==================== pipe_skid_stage
**pipe_skid_stage: metal 1**

The bar under the picture is 20 µm long. Supply wires on this layer in grey.
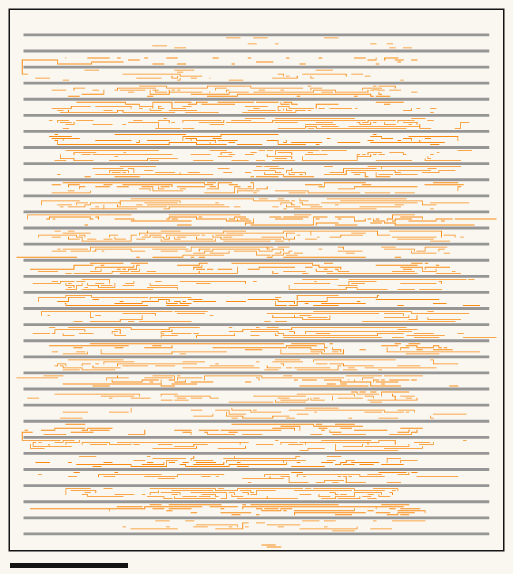
**pipe_skid_stage: the metal 2 layer**

The bar under the picture is 20 µm long.
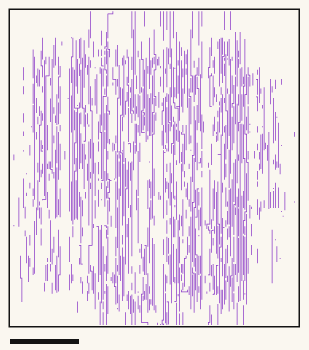
<file path="src/rtl/pipe_pkg.sv">
// +-----------------------------------------------------------------+
// | pipe_pkg: shared types for the pipeline skid stage              |
// | Rev 1.0 - initial release                                       |
// +-----------------------------------------------------------------+
`default_nettype none

package pipe_pkg;

  typedef enum logic [1:0] {
    EMPTY = 2'd0,
    BUSY  = 2'd1,
    FULL  = 2'd2
  } skid_state_t;

  localparam skid_state_t STATE_RESET = EMPTY;

endpackage

`default_nettype wire

</file>
<file path="src/rtl/skid_slot.sv">
// +-----------------------------------------------------------------+
// | skid_slot: N-bit enabled data register, clears on reset=0       |
// | Rev 1.0 - initial release                                       |
// +-----------------------------------------------------------------+
`default_nettype none

module skid_slot #(
  parameter int N = 32
) (
  input  logic         clock,
  input  logic         reset,
  input  logic         en,
  input  logic [N-1:0] d,
  output logic [N-1:0] q
);

  logic [N-1:0] q_d;
  logic [N-1:0] q_q;

  always_comb begin
    q_d = q_q;
    if (en) q_d = d;
  end

  always_ff @(posedge clock) begin
    if (!reset) q_q <= '0;
    else        q_q <= q_d;
  end

  assign q = q_q;

endmodule

`default_nettype wire

</file>
<file path="src/rtl/pipe_skid_stage.sv">
// +-----------------------------------------------------------------+
// | pipe_skid_stage: valid/ready pipeline register with 1-entry     |
// | skid buffer; PIPE_SKID_STATS_EN adds a saturating stall counter |
// | Rev 1.0 - initial release                                       |
// +-----------------------------------------------------------------+
`default_nettype none

module pipe_skid_stage
  import pipe_pkg::*;
#(
  parameter int N     = 32,
  parameter int CNT_W = 16
) (
  input  logic             clock,
  input  logic             reset,
  input  logic             flush,
  input  logic             in_valid,
  output logic             in_ready,
  input  logic [N-1:0]     in_data,
  output logic             out_valid,
  input  logic             out_ready,
`ifdef PIPE_SKID_STATS_EN
  output logic [CNT_W-1:0] stall_count,
`endif
  output logic [N-1:0]     out_data
);

  skid_state_t  state_d;
  skid_state_t  state_q;
  logic         main_en;
  logic         skid_en;
  logic [N-1:0] main_in;
  logic [N-1:0] main_q;
  logic [N-1:0] skid_q;
  logic         in_fire;
  logic         out_fire;

  // Handshake outputs decode only the state register, so in_ready never
  // sees out_ready combinationally.
  assign in_ready  = (state_q != FULL);
  assign out_valid = (state_q != EMPTY);
  assign out_data  = main_q;
  assign in_fire   = in_valid & in_ready;
  assign out_fire  = out_valid & out_ready;

  always_comb begin
    state_d = state_q;
    main_en = 1'b0;
    skid_en = 1'b0;
    main_in = in_data;
    case (state_q)
      EMPTY: begin
        if (in_fire) begin
          main_en = 1'b1;
          state_d = BUSY;
        end
      end
      BUSY: begin
        if (in_fire && out_fire) begin
          main_en = 1'b1;
        end else if (in_fire) begin
          skid_en = 1'b1;
          state_d = FULL;
        end else if (out_fire) begin
          state_d = EMPTY;
        end
      end
      FULL: begin
        if (out_fire) begin
          main_en = 1'b1;
          main_in = skid_q;
          state_d = BUSY;
        end
      end
      default: state_d = STATE_RESET;
    endcase
    // Squash drops this cycle's transfers; data registers keep stale contents.
    if (flush) begin
      state_d = EMPTY;
      main_en = 1'b0;
      skid_en = 1'b0;
    end
  end

  always_ff @(posedge clock) begin
    if (!reset) state_q <= STATE_RESET;
    else        state_q <= state_d;
  end

  skid_slot #(.N(N)) u_main (
    .clock (clock),
    .reset (reset),
    .en    (main_en),
    .d     (main_in),
    .q     (main_q)
  );

  skid_slot #(.N(N)) u_skid (
    .clock (clock),
    .reset (reset),
    .en    (skid_en),
    .d     (in_data),
    .q     (skid_q)
  );

`ifdef PIPE_SKID_STATS_EN
  logic [CNT_W-1:0] stall_count_d;
  logic [CNT_W-1:0] stall_count_q;

  always_comb begin
    stall_count_d = stall_count_q;
    if (out_valid && !out_ready && (stall_count_q != {CNT_W{1'b1}}))
      stall_count_d = stall_count_q + 1'b1;
  end

  always_ff @(posedge clock) begin
    if (!reset) stall_count_q <= '0;
    else        stall_count_q <= stall_count_d;
  end

  assign stall_count = stall_count_q;
`endif

endmodule

`default_nettype wire

</file>
<file path="config.mk">
export PLATFORM = sky130hd
export DESIGN_NAME = pipe_skid_stage
export DESIGN_NICKNAME = d
export VERILOG_FILES = /design/src/rtl/pipe_pkg.sv /design/src/rtl/skid_slot.sv /design/src/rtl/pipe_skid_stage.sv
export SDC_FILE = /design/constraint.sdc
export NUM_CORES = 1
export LEC_CHECK = 0
export CAP_MARGIN = 20
export CORE_ASPECT_RATIO = 1.1
export CORE_MARGIN = 2
export CORE_UTILIZATION = 44
export CTS_CLUSTER_DIAMETER = 120
export CTS_CLUSTER_SIZE = 25
export DETAILED_ROUTE_END_ITERATION = 12
export PLACE_DENSITY = 0.68
export SYNTH_ARGS = -nofsm -noshare
export SYNTH_HDL_FRONTEND = slang
export SYNTH_SLANG_ARGS = --single-unit
</file>
<file path="constraint.sdc">
create_clock -name clock -period 1.6 [get_ports clock]
set_clock_uncertainty 0.15 [all_clocks]
set_input_delay 0.48 -clock clock [delete_from_list [all_inputs] [get_ports clock]]
set_output_delay 0.48 -clock clock [all_outputs]
set_load 0.02 [all_outputs]
</file>
==> qor.json <==
{
  "worst_slack": {"value": -0.07855, "unit": "ns"},
  "report.final.setup_viol": {"value": 32},
  "comb_area": {"value": 1803, "unit": "µm²"},
  "cts_buffers": {"value": 9},
  "critical-path-max-stage-delay": {"value": 0.33, "unit": "ns"},
  "failed_checks": {"value": "setup timing"},
  "holdCritPathClass": {"value": "flop to flop"},
  "initialDrtViolationCount": {"value": 229},
  "run_status": {"value": "finished, violations left"},
  "synth.yosys.seq_area_share": {"value": 0.4340},
  "path_delay_family": {"value": "AND-OR/OR-AND gates"},
  "tool_warnings": {"value": 28},
  "clock_sinks": {"value": 66},
  "drtPass1Iterations": {"value": 5},
  "critical_path_required": {"value": 1.70, "unit": "ns"},
  "tightest_slew": {"value": 0.3924, "unit": "ns"},
  "timing.final.hold_violations": {"value": 0},
  "synth_stat.cells": {"value": 324}
}
## Picture notes: 'metal 1' of pipe_skid_stage
wire length on this layer	4,350 µm
share of all routed wire	42%
main direction	horizontal
nets with wire on the layer	399
sum of routed wire length over all layers: 10,320 µm
via count: 3,175

## Picture notes: 'the metal 2 layer' of pipe_skid_stage
share of all routed wire	51%
main direction	vertical
wire length on this layer	5,250 µm

==> registers in the layout (all words and copies together) (netlist names) <==
register  flops
state_q       2
u_main.q     32
u_skid.q     32
==> Yosys cell counts, drive strengths merged, types with 2 or more instances <==
| cell type | number | area share |
|---|---|---|
| a21oi | 33 | 0.054 |
| clkbuf | 30 | 0.037 |
| a311oi | 64 | 0.18 |
| nand3 | 32 | 0.053 |
| nand2 | 3 | 0.0037 |
| inv | 2 | 0.0025 |
| mux2i | 33 | 0.11 |
| buf | 16 | 0.036 |
| o21ai | 32 | 0.053 |
| dfxtp | 66 | 0.43 |
| nand2b | 2 | 0.0041 |
==> worst max-delay path by stage <==
stage | depth (start not counted) | slack (ns) | endpoint
after floorplan | 5 | 0.02 | u_main.q[26]
after global placement | 5 | -0.55 | u_main.q[4]
after detailed placement | 5 | -0.68 | u_main.q[28]
after CTS | 2 | -0.08 | out_valid
after global routing | 6 | -0.10 | u_main.q[25]
final | 6 | -0.08 | u_main.q[8]
==> routing by layer <==
metal | GRT usage | part of all wire
met3 | 0.04818 | 0.053
met1 | 0.3050 | 0.42
met4 | 0.1052 | 0.016
met5 | 0 | 0
met2 | 0.4227 | 0.51

==================== cma_host_sequencer
**src/rtl/cma_host_sequencer_pkg.sv**
```systemverilog
// rtl/cma_host_sequencer_pkg.sv - shared FSM states, image-entry layout and error causes
package cma_host_sequencer_pkg;

  typedef enum logic [2:0] {
    S_IDLE,
    S_LOAD,
    S_RUN,
    S_WAIT_DONE,
    S_DUMP,
    S_FIN,
    S_ERR
  } state_t;

  typedef enum logic [1:0] {
    ERR_NONE     = 2'd0,
    ERR_DONE_TMO = 2'd1
  } err_cause_t;

  // Image entry is packed {bank, romul, adr, data} from MSB to LSB.
  function automatic int img_adr_lsb(input int data_w);
    return data_w;
  endfunction

  function automatic int img_romul_lsb(input int adr_w, input int data_w);
    return adr_w + data_w;
  endfunction

  function automatic int img_bank_bit(input int romul_w, input int adr_w, input int data_w);
    return romul_w + adr_w + data_w;
  endfunction

endpackage

```
**src/rtl/cma_rd_fifo.sv**
```systemverilog
// rtl/cma_rd_fifo.sv - synchronous read-back FIFO with occupancy count
module cma_rd_fifo #(
  parameter int W = 16,
  parameter int D = 4
) (
  input  logic                 clk,
  input  logic                 rst,
  input  logic                 push,
  input  logic [W-1:0]         wdata,
  input  logic                 pop,
  output logic [W-1:0]         rdata,
  output logic                 empty,
  output logic [$clog2(D):0]   count
);
  localparam int AW = $clog2(D);

  logic [W-1:0]  mem [D];
  logic [AW-1:0] wptr, rptr;

  always_ff @(posedge clk or posedge rst) begin
    if (rst) begin
      wptr  <= '0;
      rptr  <= '0;
      count <= '0;
    end else begin
      if (push) wptr <= wptr + AW'(1);
      if (pop)  rptr <= rptr + AW'(1);
      case ({push, pop})
        2'b10:   count <= count + (AW+1)'(1);
        2'b01:   count <= count - (AW+1)'(1);
        default: ;
      endcase
    end
  end

  always_ff @(posedge clk) begin
    if (push) mem[wptr] <= wdata;
  end

  assign empty = (count == '0);
  // Head is masked when empty so the stream bus reads 0 after reset.
  assign rdata = empty ? '0 : mem[rptr];

endmodule

```
**src/rtl/cma_host_sequencer.sv**
```systemverilog
// rtl/cma_host_sequencer.sv - host driver: load image, run, wait done, dump results
module cma_host_sequencer
  import cma_host_sequencer_pkg::*;
#(
  parameter int DATA_W   = 16,
  parameter int ADR_W    = 10,
  parameter int ROMUL_W  = 3,
  parameter int IMG_AW   = 10,
  parameter int DONE_TMO = 65535,
  parameter int OFIFO_D  = 4
) (
  input  logic                              clk,
  input  logic                              rst,
  input  logic                              i_start,
  input  logic [IMG_AW-1:0]                 i_nload,
  input  logic [ADR_W-1:0]                  i_dbase,
  input  logic [ADR_W-1:0]                  i_ndump,
  output logic [IMG_AW-1:0]                 o_img_a,
  input  logic [ROMUL_W+ADR_W+DATA_W:0]     i_img_d,
  output logic                              o_cbank,
  output logic                              o_run,
  output logic                              o_exwe,
  output logic                              o_exre,
  output logic [ADR_W-1:0]                  o_exa,
  output logic [DATA_W-1:0]                 o_exwd,
  output logic [ROMUL_W-1:0]                o_exromul,
  input  logic [DATA_W-1:0]                 i_exrd,
  input  logic                              i_done,
  output logic                              o_rvalid,
  input  logic                              i_rready,
  output logic [DATA_W-1:0]                 o_rdata,
  output logic                              o_busy,
  output logic                              o_fin,
  output logic                              o_err
);
  localparam int CW        = $clog2(OFIFO_D) + 1;
  localparam int TW        = $clog2(DONE_TMO + 1);
  localparam int ADR_LSB   = img_adr_lsb(DATA_W);
  localparam int ROMUL_LSB = img_romul_lsb(ADR_W, DATA_W);
  localparam int BANK_BIT  = img_bank_bit(ROMUL_W, ADR_W, DATA_W);

  state_t            state, nstate;
  err_cause_t        err_q;
  logic [IMG_AW-1:0] nload_q, img_cnt;
  logic [ADR_W-1:0]  dbase_q, ndump_q, rd_cnt;
  logic [TW-1:0]     tmo;
  logic              wr_pend, inflight, cbank_q, fin_q, rd_go;
  logic [CW-1:0]     fifo_count;
  logic [CW:0]       credit_used;
  logic              fifo_empty, pop;

  always_comb begin
    nstate = state;
    o_run  = 1'b0;
    o_busy = 1'b1;
    case (state)
      S_IDLE: begin
        o_busy = 1'b0;
        if (i_start) nstate = (i_nload == '0) ? S_RUN : S_LOAD;
      end
      S_LOAD: if (img_cnt == nload_q) nstate = S_RUN;
      S_RUN: begin
        o_run  = 1'b1;
        nstate = S_WAIT_DONE;
      end
      S_WAIT_DONE: begin
        o_run = 1'b1;
        if (i_done)                         nstate = (ndump_q == '0) ? S_FIN : S_DUMP;
        else if (tmo == TW'(DONE_TMO - 1))  nstate = S_ERR;
      end
      S_DUMP: if (rd_cnt == ndump_q && !inflight && fifo_empty) nstate = S_FIN;
      S_FIN: begin
        o_busy = 1'b0;
        nstate = S_IDLE;
      end
      S_ERR: begin
        o_busy = 1'b0;
        if (i_start) nstate = S_IDLE;
      end
      default: nstate = S_IDLE;
    endcase
  end

  // Credit counts the FIFO plus the read whose data is still on its way back.
  assign credit_used = {1'b0, fifo_count} + (CW+1)'(inflight);
  assign rd_go = (state == S_DUMP) && (rd_cnt != ndump_q) && (credit_used < (CW+1)'(OFIFO_D));

  always_ff @(posedge clk or posedge rst) begin
    if (rst) begin
      state    <= S_IDLE;
      err_q    <= ERR_NONE;
      nload_q  <= '0;
      img_cnt  <= '0;
      dbase_q  <= '0;
      ndump_q  <= '0;
      rd_cnt   <= '0;
      tmo      <= '0;
      wr_pend  <= 1'b0;
      inflight <= 1'b0;
      cbank_q  <= 1'b0;
      fin_q    <= 1'b0;
    end else begin
      state    <= nstate;
      wr_pend  <= 1'b0;
      inflight <= rd_go;
      if (wr_pend) cbank_q <= i_img_d[BANK_BIT];
      if (nstate == S_FIN) fin_q <= 1'b1;
      case (state)
        S_IDLE: if (i_start) begin
          nload_q <= i_nload;
          dbase_q <= i_dbase;
          ndump_q <= i_ndump;
          img_cnt <= '0;
          rd_cnt  <= '0;
          fin_q   <= 1'b0;
          err_q   <= ERR_NONE;
        end
        S_LOAD: if (img_cnt != nload_q) begin
          wr_pend <= 1'b1;
          img_cnt <= img_cnt + IMG_AW'(1);
        end
        S_RUN: tmo <= '0;
        S_WAIT_DONE: begin
          tmo <= tmo + TW'(1);
          if (nstate == S_ERR) err_q <= ERR_DONE_TMO;
        end
        S_DUMP: if (rd_go) rd_cnt <= rd_cnt + ADR_W'(1);
        S_ERR: if (i_start) err_q <= ERR_NONE;
        default: ;
      endcase
    end
  end

  cma_rd_fifo #(.W(DATA_W), .D(OFIFO_D)) u_fifo (
    .clk   (clk),
    .rst   (rst),
    .push  (inflight),
    .wdata (i_exrd),
    .pop   (pop),
    .rdata (o_rdata),
    .empty (fifo_empty),
    .count (fifo_count)
  );

  assign pop       = o_rvalid & i_rready;
  assign o_rvalid  = !fifo_empty;
  assign o_img_a   = img_cnt;
  assign o_exwe    = wr_pend;
  assign o_exre    = rd_go;
  assign o_exwd    = wr_pend ? i_img_d[DATA_W-1:0] : '0;
  assign o_exromul = wr_pend ? i_img_d[ROMUL_LSB +: ROMUL_W] : '0;
  assign o_cbank   = wr_pend ? i_img_d[BANK_BIT] : cbank_q;
  assign o_exa     = wr_pend ? i_img_d[ADR_LSB +: ADR_W] : (rd_go ? dbase_q + rd_cnt : '0);
  assign o_fin     = fin_q;
  assign o_err     = (err_q != ERR_NONE);

endmodule

```
**config.mk**
```make
export PLATFORM = sky130hd
export DESIGN_NAME = cma_host_sequencer
export DESIGN_NICKNAME = d
export VERILOG_FILES = /design/src/rtl/cma_host_sequencer_pkg.sv /design/src/rtl/cma_rd_fifo.sv /design/src/rtl/cma_host_sequencer.sv
export SDC_FILE = /design/constraint.sdc
export NUM_CORES = 1
export LEC_CHECK = 0
export CAP_MARGIN = 20
export CORE_MARGIN = 3
export CORE_UTILIZATION = 47
export DETAILED_ROUTE_END_ITERATION = 6
export PLACE_DENSITY_LB_ADDON = 0.3
export SLEW_MARGIN = 10
export SYNTH_ARGS = -nofsm -noshare
export SYNTH_HDL_FRONTEND = slang
export SYNTH_HIERARCHICAL = 1
export SYNTH_SLANG_ARGS = --single-unit
export TNS_END_PERCENT = 20
```
**constraint.sdc**
```tcl
create_clock -name clk -period 2 [get_ports clk]
set_input_delay 0.3 -clock clk [delete_from_list [all_inputs] [get_ports clk]]
set_output_delay 0.3 -clock clk [all_outputs]
set_load 0.02 [all_outputs]
```
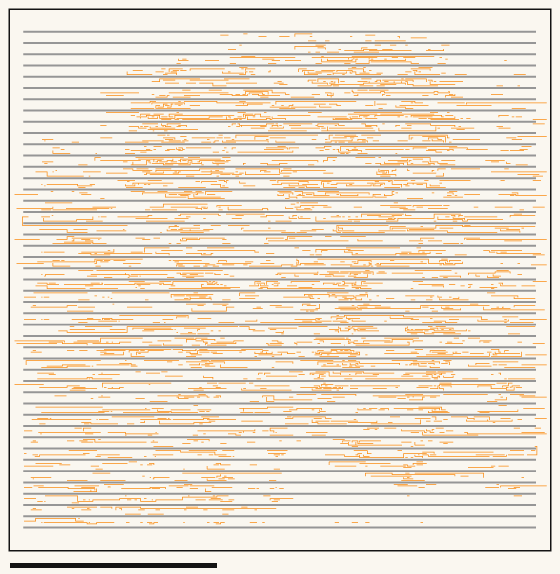
**Above:** cma_host_sequencer (metal 1).
The bar under the picture is 50 µm long. Supply wires on this layer in grey.
wire length on this layer	7,140 µm
share of all routed wire	40%
nets with wire on the layer	850
main direction	horizontal
via count: 5,693
sum of routed wire length over all layers: 17,860 µm
met1 Use GR: 0.2398

==> qor.json <==
{
  "regArea": {"value": 3949, "unit": "µm²"},
  "grt_setup_unrepaired": {"value": "true"},
  "place_ws": {"value": -0.7658, "unit": "ns"},
  "initialDrtViolationCount": {"value": 321},
  "critical_path_required": {"value": 1.70, "unit": "ns"},
  "postSynthNetCount": {"value": 741},
  "tightest_slew": {"value": 0.4639, "unit": "ns"},
  "post_synth_inst_count": {"value": 640},
  "die.size.x": {"value": 130.3, "unit": "µm"},
  "grt_remaining_overflow": {"value": 0},
  "busiest_layer": {"value": "met2"},
  "cp_num_cells": {"value": 8},
  "detail_route.wl_per_cell": {"value": 16.90, "unit": "µm"},
  "core.rowCount": {"value": 44},
  "syn_avg_cell_area": {"value": 11.35, "unit": "µm²"},
  "holdBufCountCts": {"value": 0},
  "placement.io_buffers": {"value": 143},
  "ys_chip_area": {"value": 7267, "unit": "µm²"},
  "drv.max_cap_violation_count": {"value": 0},
  "run_status": {"value": "finished, violations left"},
  "fill_cells": {"value": 1062},
  "dpl.cell_count": {"value": 1017},
  "grt_max_degree": {"value": 75},
  "syn_area": {"value": 7267, "unit": "µm²"},
  "detail_route.vias_per_cell": {"value": 5.386},
  "relSlewSlack": {"value": 0.6879},
  "first_global_vias": {"value": 5974},
  "min_period_over_period": {"value": 1.388},
  "worst_slack": {"value": -0.7766, "unit": "ns"},
  "synth.top_cells.by_area": {"value": "sky130_fd_sc_hd__dfrtp_1 (28%), sky130_fd_sc_hd__edfxtp_1 (26%), sky130_fd_sc_hd__nand2_1 (7.0%), sky130_fd_sc_hd__ha_1 (3.1%), sky130_fd_sc_hd__xor2_1 (3.0%)"},
  "insertion_delay_late_pin": {"value": 0.42, "unit": "ns"},
  "hold_slack": {"value": 0.2100, "unit": "ns"},
  "failed_checks": {"value": "setup timing"},
  "post_synth_main_logic_family": {"value": "simple AND/OR/NAND/NOR gates"},
  "report.final.setup_viol": {"value": 28},
  "maximum_clock_skew_at_final_layout": {"value": 0.007646, "unit": "ns"},
  "fp_util": {"value": 0.4907},
  "power_density": {"value": 1189, "unit": "nW/µm²"},
  "place_area": {"value": 9573, "unit": "µm²"},
  "yosys.area.top_type": {"value": "sky130_fd_sc_hd__dfrtp_1"},
  "synth-xor-area-share": {"value": 0.05424},
  "cp.arrival": {"value": 2.48, "unit": "ns"}
}
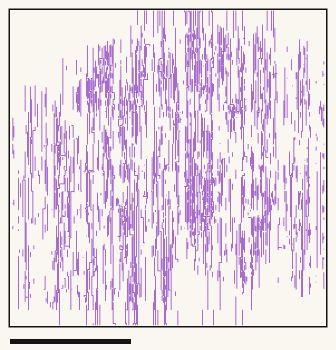
**Above:** cma_host_sequencer (the metal 2 layer).
The bar under the picture is 50 µm long.
wire length on this layer	9,300 µm
main direction	vertical
met2 routing resource usage after global routing: 0.3853

## worst min path at each step
stage | start | cells after the start | slack, ns | endpoint
after floorplan | rst | 1 | 0.10 | u_fifo/count[0]
after global placement | dbase_q[5] | 2 | 0.47 | dbase_q[5]
after global routing | rst | 2 | 0.25 | u_fifo/rptr[0]
final | rst | 2 | 0.21 | u_fifo/rptr[0]
after detailed placement | dbase_q[7] | 2 | 0.48 | dbase_q[7]
after CTS | rst | 2 | 0.22 | u_fifo/rptr[0]
## flip-flops by register name, indices dropped and copies added, names as in the netlist, 2 cells and up
name,cells
u_fifo/rptr,2
dbase_q,10
state,3
tmo,16
rd_cnt,10
u_fifo/mem,64
nload_q,10
u_fifo/wptr,2
o_img_a,10
ndump_q,10
u_fifo/count,3
## power breakdown
group / internal [W] / switching, W
Clock: 0.00162 / 0.00131
Combinational: 0.00259 / 0.00266
Sequential: 0.00358 / 0.000409
## layout make-up
cell class | count | share of cell area
clock buffers | 18 | 0.04192
flip-flops and latches | 145 | 0.3857
repair buffers | 227 | 0.2066
clock inverters | 14 | 0.01198
well taps | 184 | 0.02249
multi-input cells | 452 | 0.3245
inverters | 17 | 0.006844

==================== display_scan_ctrl
**display_scan_ctrl: metal 1**

The bar under the picture is 20 µm long. Supply wires on this layer in grey.
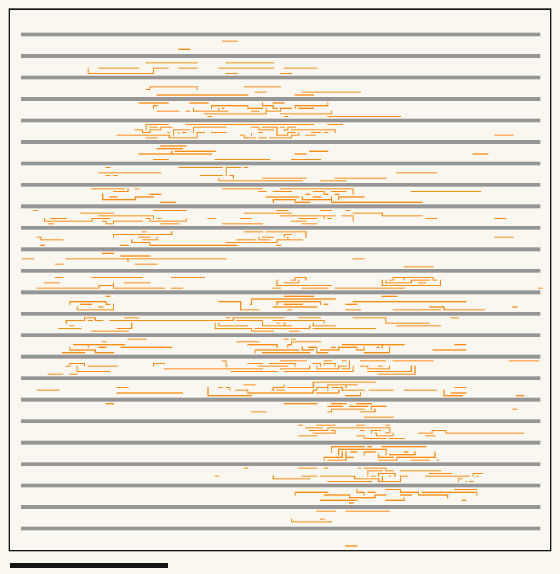
**display_scan_ctrl: the metal 2 layer**

The bar under the picture is 20 µm long.
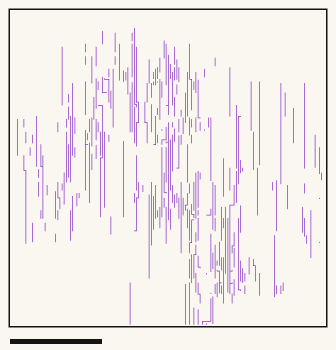
File: config.mk
export PLATFORM = sky130hd
export DESIGN_NAME = display_scan_ctrl
export DESIGN_NICKNAME = d
export VERILOG_FILES = /design/src/rtl/display_scan_ctrl.sv
export SDC_FILE = /design/constraint.sdc
export NUM_CORES = 1
export LEC_CHECK = 0
export ABC_CLOCK_PERIOD_IN_PS = 4600
export CORE_UTILIZATION = 35
export DETAILED_ROUTE_END_ITERATION = 6
export PLACE_DENSITY_LB_ADDON = 0.2
export REMOVE_ABC_BUFFERS = 1
export SYNTH_ARGS = -nofsm -noshare
export SYNTH_HDL_FRONTEND = slang
export SYNTH_SLANG_ARGS = --single-unit
File: constraint.sdc
create_clock -name clk -period 4.6 [get_ports clk]
set_input_delay 1.38 -clock clk [delete_from_list [all_inputs] [get_ports clk]]
set_output_delay 1.38 -clock clk [all_outputs]
set_load 0.05 [all_outputs]
File: src/rtl/display_scan_ctrl.sv
// Multiplexed display scan controller: walks the enabled digits round-robin,
// each slot a short anode-off guard (BLANK) followed by the on-time (SHOW).
// All outputs come straight from flops.
module display_scan_ctrl #(
    parameter int DIV   = 50000,
    parameter int BLANK = 8
) (
    input  logic       clk,
    input  logic       resetn,
    input  logic       en,
    input  logic [3:0] digit_en,
    output logic [1:0] digit_sel,
    output logic [3:0] anode_n,
    output logic       frame_done
);

    localparam int CW = (DIV > 1) ? $clog2(DIV) : 1;
    localparam logic [CW-1:0] BLANK_LAST = CW'(BLANK - 1);
    localparam logic [CW-1:0] SHOW_LAST  = CW'(DIV - BLANK - 1);

    typedef enum logic [1:0] {S_IDLE, S_BLANK, S_SHOW} state_t;

    state_t          state_q, state_d;
    logic [CW-1:0]   cnt_q, cnt_d;
    logic [1:0]      sel_q, sel_d;
    logic [3:0]      anode_q, anode_d;
    logic            fd_q, fd_d;
    logic [1:0]      adv_idx;

    // First set bit of mask, searching upward from 'from' with wrap 3->0.
    function automatic logic [1:0] first_set(input logic [3:0] mask,
                                             input logic [1:0] from);
        logic [1:0] r;
        logic [1:0] idx;
        logic       found;
        r     = from;
        found = 1'b0;
        for (int k = 0; k < 4; k++) begin
            idx = from + 2'(k);
            if (!found && mask[idx]) begin
                r     = idx;
                found = 1'b1;
            end
        end
        return r;
    endfunction

    assign adv_idx = first_set(digit_en, sel_q + 2'd1);

    // Next state, slot counter, digit select and frame pulse.
    always_comb begin
        state_d = state_q;
        cnt_d   = cnt_q + CW'(1);
        sel_d   = sel_q;
        fd_d    = 1'b0;
        case (state_q)
            S_IDLE: begin
                cnt_d = '0;
                if (en && (digit_en != 4'b0000)) begin
                    state_d = S_BLANK;
                    sel_d   = first_set(digit_en, 2'd0);
                end
            end
            S_BLANK: begin
                if (cnt_q == BLANK_LAST) begin
                    state_d = S_SHOW;
                    cnt_d   = '0;
                end
            end
            S_SHOW: begin
                if (cnt_q == SHOW_LAST) begin
                    cnt_d = '0;
                    if (digit_en == 4'b0000) begin
                        state_d = S_IDLE;
                    end else begin
                        state_d = S_BLANK;
                        sel_d   = adv_idx;
                        // Wrapping back (or reselecting a lone digit) closes a frame.
                        fd_d    = (adv_idx <= sel_q);
                    end
                end
            end
            default: begin
                state_d = S_IDLE;
                cnt_d   = '0;
            end
        endcase
        // Disable wins over everything, from any state.
        if (!en) begin
            state_d = S_IDLE;
            cnt_d   = '0;
            sel_d   = sel_q;
            fd_d    = 1'b0;
        end
        // Anode drive is decoded from the next state so it lands registered.
        anode_d = (state_d == S_SHOW) ? ~(4'b0001 << sel_d) : 4'b1111;
    end

    // State and output registers, all cleared asynchronously by reset.
    always_ff @(posedge clk or negedge resetn) begin
        if (!resetn) begin
            state_q <= S_IDLE;
            cnt_q   <= '0;
            sel_q   <= 2'b00;
            anode_q <= 4'b1111;
            fd_q    <= 1'b0;
        end else begin
            state_q <= state_d;
            cnt_q   <= cnt_d;
            sel_q   <= sel_d;
            anode_q <= anode_d;
            fd_q    <= fd_d;
        end
    end

    assign digit_sel  = sel_q;
    assign anode_n    = anode_q;
    assign frame_done = fd_q;

endmodule

==> qor.json <==
{
  "p_total": {"value": 0.0004387, "unit": "W"},
  "wire_length_of_the_first_global_routing_pass": {"value": 5285, "unit": "µm"},
  "layout.area.top_class": {"value": "combinational gates"},
  "path_delay_family": {"value": "simple AND/OR/NAND/NOR gates"},
  "drtPass1Iterations": {"value": 4},
  "placement.io_buffers": {"value": 13},
  "clock_sinks": {"value": 25},
  "cp.arrival": {"value": 3.56, "unit": "ns"},
  "place_area": {"value": 1704, "unit": "µm²"},
  "design_area": {"value": 1749, "unit": "µm²"},
  "setup.worst_path.class": {"value": "input pin to flop"},
  "synth-xor-area-share": {"value": 0.06245},
  "synth_stat.cells": {"value": 164},
  "maxUsedRoutingLayer": {"value": "met4"},
  "lay_top_cells": {"value": "sky130_fd_sc_hd__dfrtp_1 (21), sky130_fd_sc_hd__nor2_1 (19), sky130_fd_sc_hd__inv_1 (14)"},
  "post_synth_ao_oa_area_fraction": {"value": 0.1395},
  "ys_ff": {"value": 25},
  "regArea": {"value": 630.6, "unit": "µm²"},
  "largest_register": {"value": "cnt_q"},
  "drive_above_1_share": {"value": 0.1117},
  "syn_area": {"value": 1543, "unit": "µm²"},
  "yosys.area_share.adder": {"value": 0.05677},
  "crit_path_buf_inv_count": {"value": 1},
  "fill_cells": {"value": 397},
  "run_status": {"value": "completed"},
  "place_ws": {"value": 0.9120, "unit": "ns"},
  "detail_route.wl_per_cell": {"value": 12.76, "unit": "µm"},
  "holdBufCountCts": {"value": 0},
  "setup.worst_path.end_class": {"value": "flop"},
  "sequentialPowerShare": {"value": 0.529},
  "post_synth_inst_count": {"value": 164},
  "finalNonFillerCells": {"value": 229},
  "syn_avg_cell_area": {"value": 9.407, "unit": "µm²"},
  "timing.critical_path.to": {"value": "anode_n[0]"},
  "die.size.x": {"value": 68.39, "unit": "µm"},
  "met1_use_gr": {"value": 0.1862},
  "fp_util": {"value": 0.3749}
}
Notes on 'metal 1' of display_scan_ctrl above:
share of all routed wire	46%
main direction	horizontal
wire length on this layer	1,350 µm

Notes on 'the metal 2 layer' of display_scan_ctrl above:
share of all routed wire	50%
longest straight run	21.8 µm
met2 routing resource usage after global routing: 0.2598
sum of routed wire length over all layers: 2922 µm
via count: 1,224

==> synthesized netlist by cell type (2+ instances only) <==
| cell | n |
|---|---|
| sky130_fd_sc_hd__nand2_1 | 6 |
| sky130_fd_sc_hd__and3_1 | 2 |
| sky130_fd_sc_hd__nor2_1 | 19 |
| sky130_fd_sc_hd__a21oi_1 | 10 |
| sky130_fd_sc_hd__o22ai_1 | 2 |
| sky130_fd_sc_hd__a22oi_1 | 3 |
| sky130_fd_sc_hd__nor3_1 | 3 |
| sky130_fd_sc_hd__xnor2_1 | 5 |
| sky130_fd_sc_hd__nor2b_1 | 2 |
| sky130_fd_sc_hd__o21ai_0 | 9 |
| sky130_fd_sc_hd__dfstp_2 | 4 |
| sky130_fd_sc_hd__ha_1 | 7 |
| sky130_fd_sc_hd__nor4_1 | 2 |
| sky130_fd_sc_hd__nand3_1 | 12 |
| sky130_fd_sc_hd__and4bb_2 | 2 |
| sky130_fd_sc_hd__inv_1 | 14 |
| sky130_fd_sc_hd__nand3b_1 | 3 |
| sky130_fd_sc_hd__dfrtp_1 | 21 |
| sky130_fd_sc_hd__nand4_1 | 4 |
| sky130_fd_sc_hd__xor2_1 | 6 |
| sky130_fd_sc_hd__or3_1 | 4 |

==================== noc_output_port_allocator
==> src/rtl/noc_output_port_allocator_pkg.sv <==
// Shared constants and types for the mesh router output-port allocator.
// Covers VC count, credit depth, port indices and VC ownership states.
package noc_output_port_allocator_pkg;

   localparam int NOC_N_REQ        = 5;
   localparam int NOC_VC_NUM       = 2;
   localparam int NOC_CREDIT_DEPTH = 4;

   typedef enum logic [2:0] {
      PORT_EAST  = 3'd0,
      PORT_WEST  = 3'd1,
      PORT_SOUTH = 3'd2,
      PORT_NORTH = 3'd3,
      PORT_LOCAL = 3'd4
   } port_e;

   typedef enum logic {
      VC_IDLE   = 1'b0,
      VC_LOCKED = 1'b1
   } vc_state_e;

   // Index width that stays at least one bit for degenerate sizes.
   function automatic int clog2_min1(input int n);
      return (n > 1) ? $clog2(n) : 1;
   endfunction

endpackage

==> src/rtl/noc_output_port_allocator_rr_arbiter.sv <==
// Combinational round-robin arbiter.
// It picks the lowest request at or above ptr, or wraps to the lowest request overall.
module noc_rr_arbiter
   import noc_output_port_allocator_pkg::*;
#(
   parameter  int N     = 5,
   localparam int PTR_W = clog2_min1(N)
)(
   input  logic [N-1:0]     req,
   input  logic [PTR_W-1:0] ptr,
   output logic [N-1:0]     gnt
);

   logic [N-1:0] mask;
   logic [N-1:0] masked_req;
   logic [N-1:0] pick;

   always_comb begin
      mask = '0;
      for (int i = 0; i < N; i++) begin
         mask[i] = (i >= int'(ptr));
      end
      masked_req = req & mask;
      pick       = (masked_req != '0) ? masked_req : req;
      gnt        = pick & (~pick + N'(1));
   end

endmodule

==> src/rtl/noc_output_port_allocator.sv <==
// Per-output-port switch allocator that shares one outgoing link between the router inputs.
// It holds wormhole VC ownership and downstream credit counts for each VC.
module noc_output_port_allocator
   import noc_output_port_allocator_pkg::*;
#(
   parameter  int N_REQ        = NOC_N_REQ,
   parameter  int VC_NUM       = NOC_VC_NUM,
   parameter  int CREDIT_DEPTH = NOC_CREDIT_DEPTH,
   localparam int VC_W         = clog2_min1(VC_NUM),
   localparam int CNT_W        = $clog2(CREDIT_DEPTH + 1),
   localparam int IDX_W        = clog2_min1(N_REQ)
)(
   input  logic                   noc_clk,
   input  logic                   noc_rst_n,
   input  logic [N_REQ-1:0]       active_mask,
   input  logic [N_REQ-1:0]       req_valid,
   input  logic [N_REQ*VC_W-1:0]  req_vc,
   input  logic [N_REQ-1:0]       req_tail,
   input  logic [VC_NUM-1:0]      credit_return,
   output logic [N_REQ-1:0]       grant,
   output logic [VC_W-1:0]        grant_vc,
   output logic [VC_NUM-1:0]      credit_avail,
   output logic [VC_NUM-1:0]      vc_locked,
   output logic                   credit_err
);

   logic [N_REQ-1:0]        eligible;
   logic [N_REQ-1:0]        arb_gnt;
   logic [IDX_W-1:0]        rr_ptr;
   logic [IDX_W-1:0]        gnt_idx;
   logic                    any_gnt;
   logic                    gnt_tail;
   logic [VC_NUM*IDX_W-1:0] vc_owner;
   logic [VC_NUM-1:0]       err_set;

   for (genvar r = 0; r < N_REQ; r++) begin : g_elig
      logic [VC_W-1:0] v;
      assign v = req_vc[r*VC_W +: VC_W];
      assign eligible[r] = req_valid[r] & active_mask[r] & credit_avail[v] &
                           (~vc_locked[v] | (vc_owner[v*IDX_W +: IDX_W] == IDX_W'(r)));
   end

   noc_rr_arbiter #(.N(N_REQ)) u_arb (
      .req (eligible),
      .ptr (rr_ptr),
      .gnt (arb_gnt)
   );

   // Grant is forced low for the whole reset, including mid-cycle assertion.
   assign grant = noc_rst_n ? arb_gnt : '0;

   always_comb begin
      gnt_idx = '0;
      for (int r = 0; r < N_REQ; r++) begin
         if (grant[r]) gnt_idx = IDX_W'(r);
      end
      any_gnt  = |grant;
      gnt_tail = req_tail[gnt_idx];
      grant_vc = any_gnt ? req_vc[gnt_idx*VC_W +: VC_W] : '0;
   end

   always_ff @(posedge noc_clk or negedge noc_rst_n) begin
      if (!noc_rst_n) begin
         rr_ptr <= '0;
      end else if (any_gnt) begin
         rr_ptr <= (gnt_idx == IDX_W'(N_REQ - 1)) ? '0 : gnt_idx + IDX_W'(1);
      end
   end

   for (genvar v = 0; v < VC_NUM; v++) begin : g_vc
      logic [CNT_W-1:0] credit;
      vc_state_e        state;
      logic [IDX_W-1:0] owner;
      logic             take;
      logic             ret;

      assign take       = any_gnt && (grant_vc == VC_W'(v));
      assign ret        = credit_return[v];
      assign err_set[v] = ret && !take && (credit == CNT_W'(CREDIT_DEPTH));

      always_ff @(posedge noc_clk or negedge noc_rst_n) begin
         if (!noc_rst_n) begin
            credit <= CNT_W'(CREDIT_DEPTH);
         end else if (take && !ret) begin
            credit <= credit - CNT_W'(1);
         end else if (ret && !take && credit != CNT_W'(CREDIT_DEPTH)) begin
            credit <= credit + CNT_W'(1);
         end
      end

      // A head flit locks the VC to its sender; the tail from the owner frees it.
      always_ff @(posedge noc_clk or negedge noc_rst_n) begin
         if (!noc_rst_n) begin
            state <= VC_IDLE;
            owner <= '0;
         end else if (take) begin
            if (state == VC_IDLE && !gnt_tail) begin
               state <= VC_LOCKED;
               owner <= gnt_idx;
            end else if (state == VC_LOCKED && gnt_tail) begin
               state <= VC_IDLE;
            end
         end
      end

      assign credit_avail[v]              = (credit != '0);
      assign vc_locked[v]                 = (state == VC_LOCKED);
      assign vc_owner[v*IDX_W +: IDX_W]   = owner;
   end

   always_ff @(posedge noc_clk or negedge noc_rst_n) begin
      if (!noc_rst_n) begin
         credit_err <= 1'b0;
      end else if (|err_set) begin
         credit_err <= 1'b1;
      end
   end

endmodule

==> config.mk <==
export PLATFORM = sky130hd
export DESIGN_NAME = noc_output_port_allocator
export DESIGN_NICKNAME = d
export VERILOG_FILES = /design/src/rtl/noc_output_port_allocator_pkg.sv /design/src/rtl/noc_output_port_allocator_rr_arbiter.sv /design/src/rtl/noc_output_port_allocator.sv
export SDC_FILE = /design/constraint.sdc
export NUM_CORES = 1
export LEC_CHECK = 0
export ABC_AREA = 1
export CORE_ASPECT_RATIO = 1.5
export CORE_MARGIN = 4
export CORE_UTILIZATION = 51
export DETAILED_ROUTE_END_ITERATION = 8
export PLACE_DENSITY_LB_ADDON = 0.15
export SLEW_MARGIN = 20
export SYNTH_ARGS = -nofsm -noshare
export SYNTH_HDL_FRONTEND = slang
export SYNTH_SLANG_ARGS = --single-unit
==> constraint.sdc <==
create_clock -name noc_clk -period 3.3 [get_ports noc_clk]
set_input_delay 0.495 -clock noc_clk [delete_from_list [all_inputs] [get_ports noc_clk]]
set_output_delay 0.495 -clock noc_clk [all_outputs]
set_load 0.03 [all_outputs]
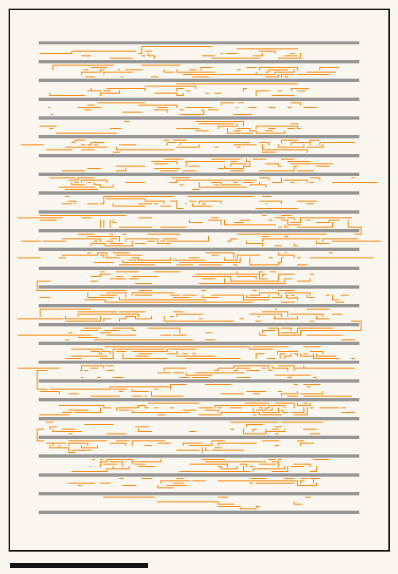
**Above:** noc_output_port_allocator (metal 1).
The bar under the picture is 20 µm long. Supply wires on this layer in grey.
main direction	horizontal
share of all routed wire	36%
longest straight run	21.4 µm
wire length on this layer	1,960 µm
nets with wire on the layer	323
via count: 1,931
sum of routed wire length over all layers: 5406 µm

==> qor.json <==
{
  "route.met3.wl": {"value": 281, "unit": "µm"},
  "antenna_violations_before_repair": {"value": 0},
  "yosys.area.top_type": {"value": "sky130_fd_sc_hd__dfrtp_1"},
  "relSlewSlack": {"value": 0.7825},
  "met1Wirelength": {"value": 1961, "unit": "µm"},
  "timing.final.hold_violations": {"value": 0},
  "hold_slack": {"value": 0.5024, "unit": "ns"},
  "fp_util": {"value": 0.5303},
  "dominantRegCellSynth": {"value": "sky130_fd_sc_hd__dfrtp_1"},
  "edf_count": {"value": 0},
  "number_of_remaining_drc_errors": {"value": 0},
  "dpl.cell_count": {"value": 349},
  "path_delay_family": {"value": "simple AND/OR/NAND/NOR gates"},
  "tightest_slew": {"value": 0.3229, "unit": "ns"},
  "tool_warnings": {"value": 27},
  "ys.warnings.count": {"value": 0},
  "cts_buffers": {"value": 3},
  "worst_slack": {"value": -0.02216, "unit": "ns"},
  "run_status": {"value": "finished, violations left"},
  "failed_checks": {"value": "setup timing"},
  "insertion_delay_late_pin": {"value": 0.26, "unit": "ns"},
  "yosys.area.top_type_share": {"value": 0.2390},
  "max_freq": {"value": 301.0, "unit": "MHz"},
  "busiest_layer": {"value": "met2"},
  "grt_max_degree": {"value": 13},
  "detail_route.wl_per_cell": {"value": 14.77, "unit": "µm"},
  "ant_nets": {"value": 0},
  "first_global_vias": {"value": 1812},
  "core_area": {"value": 3159, "unit": "µm²"},
  "power_density": {"value": 895.1, "unit": "nW/µm²"},
  "crit_path_buf_inv_count": {"value": 4},
  "detail_route.vias_per_cell": {"value": 5.276},
  "cell_type_of_the_slowest_stage_on_the_worst_timing_path": {"value": "sky130_fd_sc_hd__dfrtp_1"},
  "setup.worst_path.class": {"value": "flop to output pin"},
  "report.final.setup_viol": {"value": 1},
  "yosys.area_share.simple": {"value": 0.4765}
}
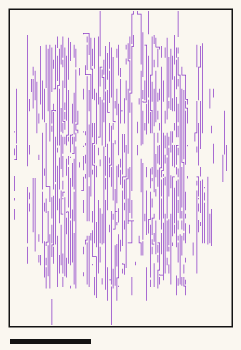
**Above:** noc_output_port_allocator (the metal 2 layer).
The bar under the picture is 20 µm long.
main direction	vertical
share of all routed wire	55%
met2 routing resource usage after global routing: 0.4917

## cell type report
class | instances | area (µm²) | share of cell area
clock buffer | 4 | 55.05 | 0.02152
timing repair buffer | 80 | 671.9 | 0.2626
inverter | 40 | 155.1 | 0.06064
sequential | 18 | 452.9 | 0.1770
tap | 40 | 50.05 | 0.01956
multi-input combinational | 184 | 1174 | 0.4587
## flip-flops by register name (all words and copies together), names as in the netlist
name	flops
rr_ptr	3
credit_err	1
g_vc.owner	6
g_vc.credit	6
g_vc.state	2
## worst paths after layout
path                                   startpoint           endpoint  slack (ns)  cells after the start
worst max-delay path            g_vc[1].credit[0]           grant_vc       -0.02                     18
worst min-delay path                   credit_err         credit_err        0.50                      1
worst max register to register  g_vc[1].credit[0]  g_vc[1].credit[1]        0.03                     20
worst min register to register         credit_err         credit_err        0.50                      1
max in group asynchronous               noc_rst_n  g_vc[0].credit[2]        2.42                      2
min in group asynchronous               noc_rst_n  g_vc[1].credit[0]        0.66                      2
## report_power, final
group / total (W) / switching, W / leakage [nW] / internal (W)
clock network: 0.000187 / 0.0000804 / 0.0288 / 0.000106
registers: 0.000445 / 0.000115 / 0.220 / 0.000331
logic: 0.00166 / 0.000957 / 1.02 / 0.000701

==================== uart_rx_ip
**uart_rx_ip: the metal 2 layer**

The bar under the picture is 50 µm long.
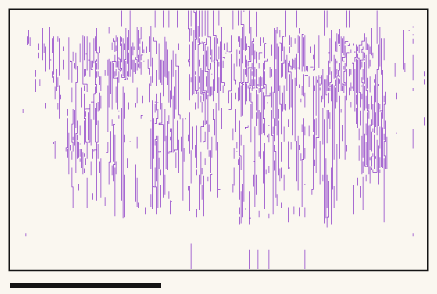
File: src/rtl/uart_rx_pkg.sv
// Shared constants and types for the UART receive peripheral.
// Holds the register map, register bit positions and the receiver FSM states.
package uart_rx_pkg;

    localparam logic [1:0] REG_DATA   = 2'd0;
    localparam logic [1:0] REG_STATUS = 2'd1;
    localparam logic [1:0] REG_CTRL   = 2'd2;

    localparam int ST_NOT_EMPTY = 0;
    localparam int ST_FULL      = 1;
    localparam int ST_OVERRUN   = 2;
    localparam int ST_FRAME_ERR = 3;

    localparam int CTRL_RX_EN  = 0;
    localparam int CTRL_IRQ_EN = 1;
    localparam int CTRL_FLUSH  = 2;

    typedef enum logic [1:0] {
        RX_IDLE  = 2'd0,
        RX_START = 2'd1,
        RX_DATA  = 2'd2,
        RX_STOP  = 2'd3
    } rx_state_e;

    // The STATUS fill field is 4 bits wide, so deeper FIFOs show 15 when fuller.
    function automatic logic [3:0] sat_fill(input logic [31:0] n);
        return (n > 32'd15) ? 4'hF : n[3:0];
    endfunction

endpackage

File: src/rtl/uart_rx_ip_sync_fifo.sv
// First-word-fall-through synchronous FIFO: dout shows the head entry whenever not empty.
// Pointers carry one extra wrap bit so full and empty are distinguishable.
module sync_fifo #(
    parameter int WIDTH = 8,
    parameter int DEPTH = 8,
    localparam int AW   = $clog2(DEPTH)
) (
    input  logic             clk,
    input  logic             rst,
    input  logic             push,
    input  logic             pop,
    input  logic             flush,
    input  logic [WIDTH-1:0] din,
    output logic [WIDTH-1:0] dout,
    output logic             empty,
    output logic             full,
    output logic [AW:0]      count
);

    logic [WIDTH-1:0] mem [DEPTH];
    logic [AW:0]      wr_ptr;
    logic [AW:0]      rd_ptr;
    logic             do_push;
    logic             do_pop;

    // A pop on the same cycle frees a slot, so a push into a full FIFO still lands.
    assign do_pop  = pop & ~empty;
    assign do_push = push & (~full | do_pop);

    assign count = wr_ptr - rd_ptr;
    assign empty = (wr_ptr == rd_ptr);
    assign full  = ((wr_ptr ^ rd_ptr) == {1'b1, {AW{1'b0}}});
    assign dout  = mem[rd_ptr[AW-1:0]];

    always_ff @(posedge clk) begin
        if (rst || flush) begin
            wr_ptr <= '0;
            rd_ptr <= '0;
        end else begin
            if (do_push) wr_ptr <= wr_ptr + 1'b1;
            if (do_pop)  rd_ptr <= rd_ptr + 1'b1;
        end
    end

    always_ff @(posedge clk) begin
        if (!rst && !flush && do_push) mem[wr_ptr[AW-1:0]] <= din;
    end

endmodule

File: src/rtl/uart_rx_ip.sv
// Memory-mapped 8N1 UART receiver: synchroniser, bit-timing FSM, receive FIFO and
// DATA/STATUS/CTRL registers on the SoC local bus.
module uart_rx_ip
    import uart_rx_pkg::*;
#(
    parameter int CLKS_PER_BIT = 104,
    parameter int FIFO_DEPTH   = 8
) (
    input  logic        clk,
    input  logic        rst,
    input  logic [31:0] waddr,
    input  logic [31:0] wdata,
    input  logic        wen,
    input  logic [3:0]  wstrb,
    output logic        wready,
    input  logic [31:0] raddr,
    input  logic        ren,
    output logic [31:0] rdata,
    output logic        rvalid,
    input  logic        i_uart_rx,
    output logic        o_irq
);

    localparam int BW  = $clog2(CLKS_PER_BIT);
    localparam int FAW = $clog2(FIFO_DEPTH);
    localparam logic [BW-1:0] BAUD_LAST = BW'(CLKS_PER_BIT - 1);
    localparam logic [BW-1:0] HALF_LAST = BW'(CLKS_PER_BIT / 2 - 1);

    logic            rx_meta, rx_s, rx_prev;
    rx_state_e       state;
    logic [BW-1:0]   baud_cnt;
    logic [2:0]      bit_cnt;
    logic [7:0]      shreg;
    logic            rx_en, irq_en, flush_r;
    logic            overrun, frame_err;
    logic            wr_status, wr_ctrl;
    logic            stop_tick, push_req, frame_bad, pop, overrun_set;
    logic [7:0]      fifo_dout;
    logic            fifo_empty, fifo_full;
    logic [FAW:0]    fifo_count;
    logic            unused_bits;

    assign unused_bits = ^{waddr[31:4], waddr[1:0], wdata[31:4], wstrb[3:1],
                           raddr[31:4], raddr[1:0]};

    // Idle-high reset value keeps the edge detector quiet coming out of reset.
    always_ff @(posedge clk) begin
        if (rst) begin
            rx_meta <= 1'b1;
            rx_s    <= 1'b1;
            rx_prev <= 1'b1;
        end else begin
            rx_meta <= i_uart_rx;
            rx_s    <= rx_meta;
            rx_prev <= rx_s;
        end
    end

    always_ff @(posedge clk) begin
        if (rst) begin
            state    <= RX_IDLE;
            baud_cnt <= '0;
            bit_cnt  <= '0;
            shreg    <= '0;
        end else if (!rx_en) begin
            state    <= RX_IDLE;
            baud_cnt <= '0;
            bit_cnt  <= '0;
        end else begin
            case (state)
                RX_IDLE: begin
                    baud_cnt <= '0;
                    if (rx_prev && !rx_s) state <= RX_START;
                end
                RX_START: begin
                    if (baud_cnt == HALF_LAST) begin
                        baud_cnt <= '0;
                        bit_cnt  <= '0;
                        state    <= rx_s ? RX_IDLE : RX_DATA;
                    end else begin
                        baud_cnt <= baud_cnt + 1'b1;
                    end
                end
                RX_DATA: begin
                    if (baud_cnt == BAUD_LAST) begin
                        baud_cnt <= '0;
                        shreg    <= {rx_s, shreg[7:1]};
                        if (bit_cnt == 3'd7) state <= RX_STOP;
                        else                 bit_cnt <= bit_cnt + 1'b1;
                    end else begin
                        baud_cnt <= baud_cnt + 1'b1;
                    end
                end
                RX_STOP: begin
                    if (baud_cnt == BAUD_LAST) begin
                        baud_cnt <= '0;
                        state    <= RX_IDLE;
                    end else begin
                        baud_cnt <= baud_cnt + 1'b1;
                    end
                end
                default: state <= RX_IDLE;
            endcase
        end
    end

    assign stop_tick   = rx_en && (state == RX_STOP) && (baud_cnt == BAUD_LAST);
    assign push_req    = stop_tick & rx_s;
    assign frame_bad   = stop_tick & ~rx_s;
    assign pop         = ren && (raddr[3:2] == REG_DATA) && !fifo_empty;
    assign overrun_set = push_req & fifo_full & ~pop & ~flush_r;

    sync_fifo #(.WIDTH(8), .DEPTH(FIFO_DEPTH)) u_fifo (
        .clk   (clk),
        .rst   (rst),
        .push  (push_req),
        .pop   (pop),
        .flush (flush_r),
        .din   (shreg),
        .dout  (fifo_dout),
        .empty (fifo_empty),
        .full  (fifo_full),
        .count (fifo_count)
    );

    assign wr_status = wen && wstrb[0] && (waddr[3:2] == REG_STATUS);
    assign wr_ctrl   = wen && wstrb[0] && (waddr[3:2] == REG_CTRL);

    // Sticky bits: a hardware set on the same cycle as a write-1-to-clear wins.
    always_ff @(posedge clk) begin
        if (rst) begin
            rx_en     <= 1'b1;
            irq_en    <= 1'b0;
            flush_r   <= 1'b0;
            overrun   <= 1'b0;
            frame_err <= 1'b0;
        end else begin
            if (wr_ctrl) begin
                rx_en  <= wdata[CTRL_RX_EN];
                irq_en <= wdata[CTRL_IRQ_EN];
            end
            flush_r <= wr_ctrl & wdata[CTRL_FLUSH];
            if (overrun_set)                        overrun <= 1'b1;
            else if (wr_status && wdata[ST_OVERRUN]) overrun <= 1'b0;
            if (frame_bad)                            frame_err <= 1'b1;
            else if (wr_status && wdata[ST_FRAME_ERR]) frame_err <= 1'b0;
        end
    end

    // Bus handshake: wready and rvalid are single-cycle pulses one cycle after
    // wen/ren; rdata is meaningful only while rvalid is high, and there is no stall.
    always_ff @(posedge clk) begin
        if (rst) begin
            wready <= 1'b0;
            rvalid <= 1'b0;
            rdata  <= '0;
        end else begin
            wready <= wen;
            rvalid <= ren;
            if (ren) begin
                case (raddr[3:2])
                    REG_DATA:   rdata <= fifo_empty ? 32'd0 : {23'd0, 1'b1, fifo_dout};
                    REG_STATUS: rdata <= {24'd0, sat_fill(32'(fifo_count)), frame_err,
                                          overrun, fifo_full, ~fifo_empty};
                    REG_CTRL:   rdata <= {29'd0, flush_r, irq_en, rx_en};
                    default:    rdata <= 32'd0;
                endcase
            end
        end
    end

    assign o_irq = irq_en & ~fifo_empty;

endmodule

File: config.mk
export PLATFORM = sky130hd
export DESIGN_NAME = uart_rx_ip
export DESIGN_NICKNAME = d
export VERILOG_FILES = /design/src/rtl/uart_rx_pkg.sv /design/src/rtl/uart_rx_ip_sync_fifo.sv /design/src/rtl/uart_rx_ip.sv
export SDC_FILE = /design/constraint.sdc
export NUM_CORES = 1
export LEC_CHECK = 0
export CORE_ASPECT_RATIO = 0.6
export CORE_MARGIN = 4
export CORE_UTILIZATION = 48
export DETAILED_ROUTE_END_ITERATION = 12
export GPL_TIMING_DRIVEN = 0
export PLACE_DENSITY = 0.81
export REMOVE_ABC_BUFFERS = 1
export SKIP_CTS_REPAIR_TIMING = 1
export SYNTH_ARGS = -nofsm -noshare
export SYNTH_HDL_FRONTEND = slang
export SYNTH_SLANG_ARGS = --single-unit
File: constraint.sdc
create_clock -name clk -period 3.1 [get_ports clk]
set_input_delay 0.62 -clock clk [delete_from_list [all_inputs] [get_ports clk]]
set_output_delay 0.62 -clock clk [all_outputs]
set_load 0.02 [all_outputs]
==> qor.json <==
{
  "cell_type_of_the_slowest_stage_on_the_worst_timing_path": {"value": "sky130_fd_sc_hd__or3b_2"},
  "met2_routing_resource_usage_after_global_routing": {"value": 0.2863},
  "post_synth_inst_count": {"value": 390},
  "run_status": {"value": "completed"},
  "p_total": {"value": 0.003634, "unit": "W"},
  "first_global_vias": {"value": 3149},
  "route.met3.wl": {"value": 961, "unit": "µm"},
  "lay_top_cells": {"value": "sky130_fd_sc_hd__edfxtp_1 (64), sky130_fd_sc_hd__dfxtp_1 (48), sky130_fd_sc_hd__nand2_1 (32)"},
  "startpoint_of_the_most_critical_hold_path": {"value": "rx_meta"},
  "wire_length_of_the_first_global_routing_pass": {"value": 17020, "unit": "µm"},
  "holdCritPathClass": {"value": "flop to flop"},
  "core.rowCount": {"value": 28},
  "worstRegToRegCells": {"value": 7},
  "max_freq": {"value": 348.4, "unit": "MHz"},
  "tightest_slew": {"value": 1.083, "unit": "ns"},
  "dpl.cell_count": {"value": 536},
  "drive_above_1_share": {"value": 0.1613},
  "async_flop_share": {"value": 0},
  "top_count_cell_post_synth": {"value": "sky130_fd_sc_hd__edfxtp_1"},
  "number_of_remaining_drc_errors": {"value": 0},
  "ys_chip_area": {"value": 4882, "unit": "µm²"},
  "detail_route.wl_per_cell": {"value": 18.87, "unit": "µm"},
  "clock_tree.htree_level_count": {"value": 4},
  "post_cts_clock_slew_at_the_launch_and_capture_registers_of_the_worst_setup_and_hold_paths": {"value": 0.06, "unit": "ns"},
  "power_density": {"value": 621.7, "unit": "nW/µm²"},
  "critPathLaunch": {"value": "raddr[3]"},
  "yosys.area.top_type": {"value": "sky130_fd_sc_hd__edfxtp_1"},
  "cp_num_cells": {"value": 6},
  "finalSetupTns": {"value": 0, "unit": "ns"},
  "wl_met2": {"value": 5011, "unit": "µm"},
  "timing.critical_path.to": {"value": "u_fifo.mem[0][6]"},
  "synth.yosys.seq_area_share": {"value": 0.5987},
  "grt_setup_unrepaired": {"value": "false"}
}
About 'the metal 2 layer' of uart_rx_ip:
nets with wire on the layer	393
main direction	vertical
wire length on this layer	5,010 µm

-- cells by family after synthesis --
group / after synthesis / share of synthesized area
AOI/OAI and AO/OA: 64 / 0.07996
xor gates and xnor gates: 10 / 0.01794
adders and majority gates: 9 / 0.02460
buffers and inverters: 48 / 0.05484
DFF: 114 / 0.5987
muxes: 26 / 0.09508
other: 1 / 0.0007681
and+or+nand+nor: 118 / 0.1281
-- worst reg2reg max path, delay by kind of cell (launching register included) --
| kind | cells | cell delay, ns |
|---|---|---|
| simple gates | 3 | 1.08 |
| fa+ha+maj | 1 | 0.31 |
| buf+inv | 2 | 0.40 |
| flops | 1 | 0.46 |
| compound gates | 1 | 0.27 |
-- cell type report --
type                    count  share of cell area
flip-flops and latches    114              0.5004
clock buffers              21             0.08990
repair buffers             28             0.04795
inverters                  10            0.006421
clock inverters            11             0.01477
multi-input cells         250              0.3116
well taps                 135             0.02890
-- report_power, final --
part	internal (W)	leakage (nW)	switching (W)
combinational	0.0000343	0.742	0.0000654
clock	0.00122	0.301	0.000718
sequential	0.00159	0.999	0.00000632


==> screenshots <==
M4 wires.
picture 1
The bar under the picture is 20 µm long. Supply wires on this layer in grey.
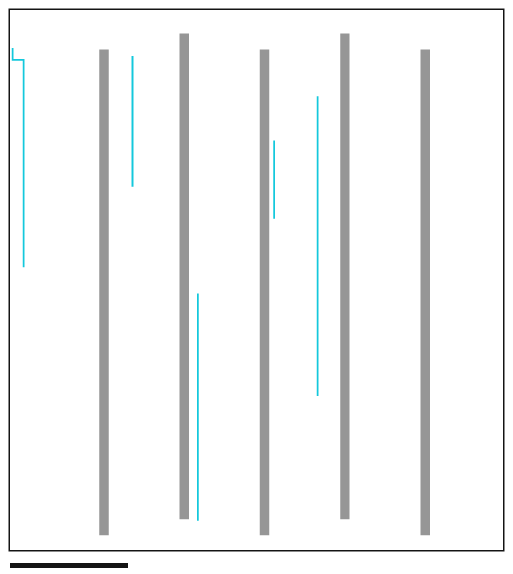
picture 2
The bar under the picture is 50 µm long. Supply wires on this layer in grey.
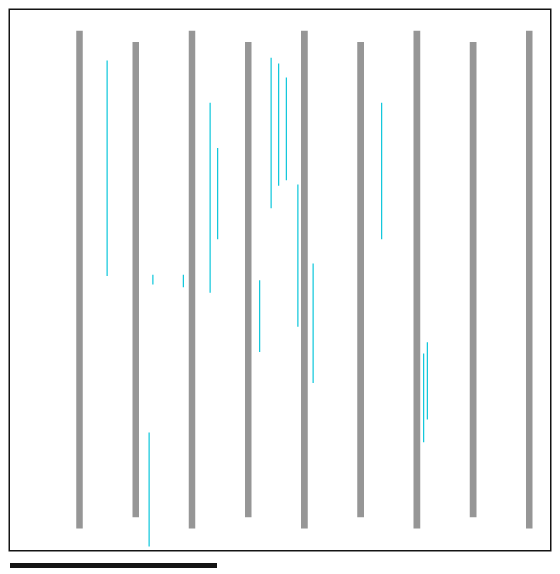
picture 3
The bar under the picture is 20 µm long. Supply wires on this layer in grey.
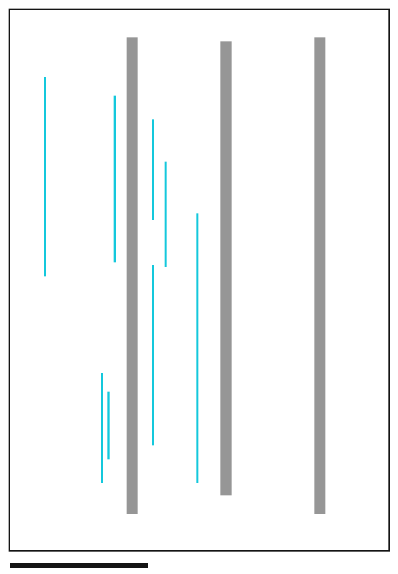
picture 4
The bar under the picture is 50 µm long. Supply wires on this layer in grey.
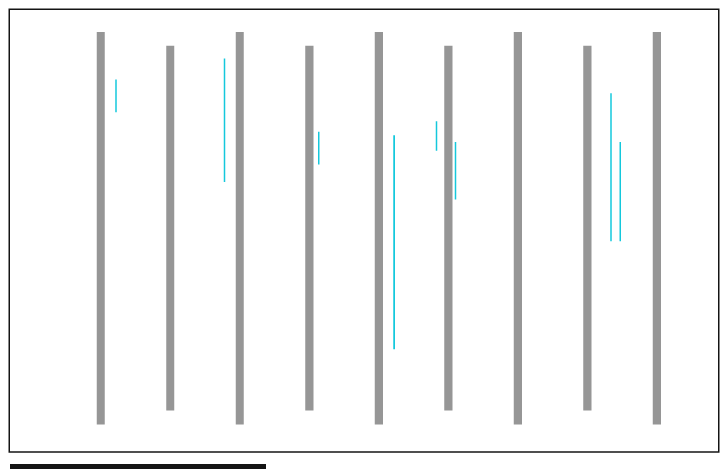
| picture | from |
|---|---|
| picture 1 | pipe_skid_stage |
| picture 2 | cma_host_sequencer |
| picture 3 | noc_output_port_allocator |
| picture 4 | uart_rx_ip |

Power is estimated from default activity; no workload was simulated.
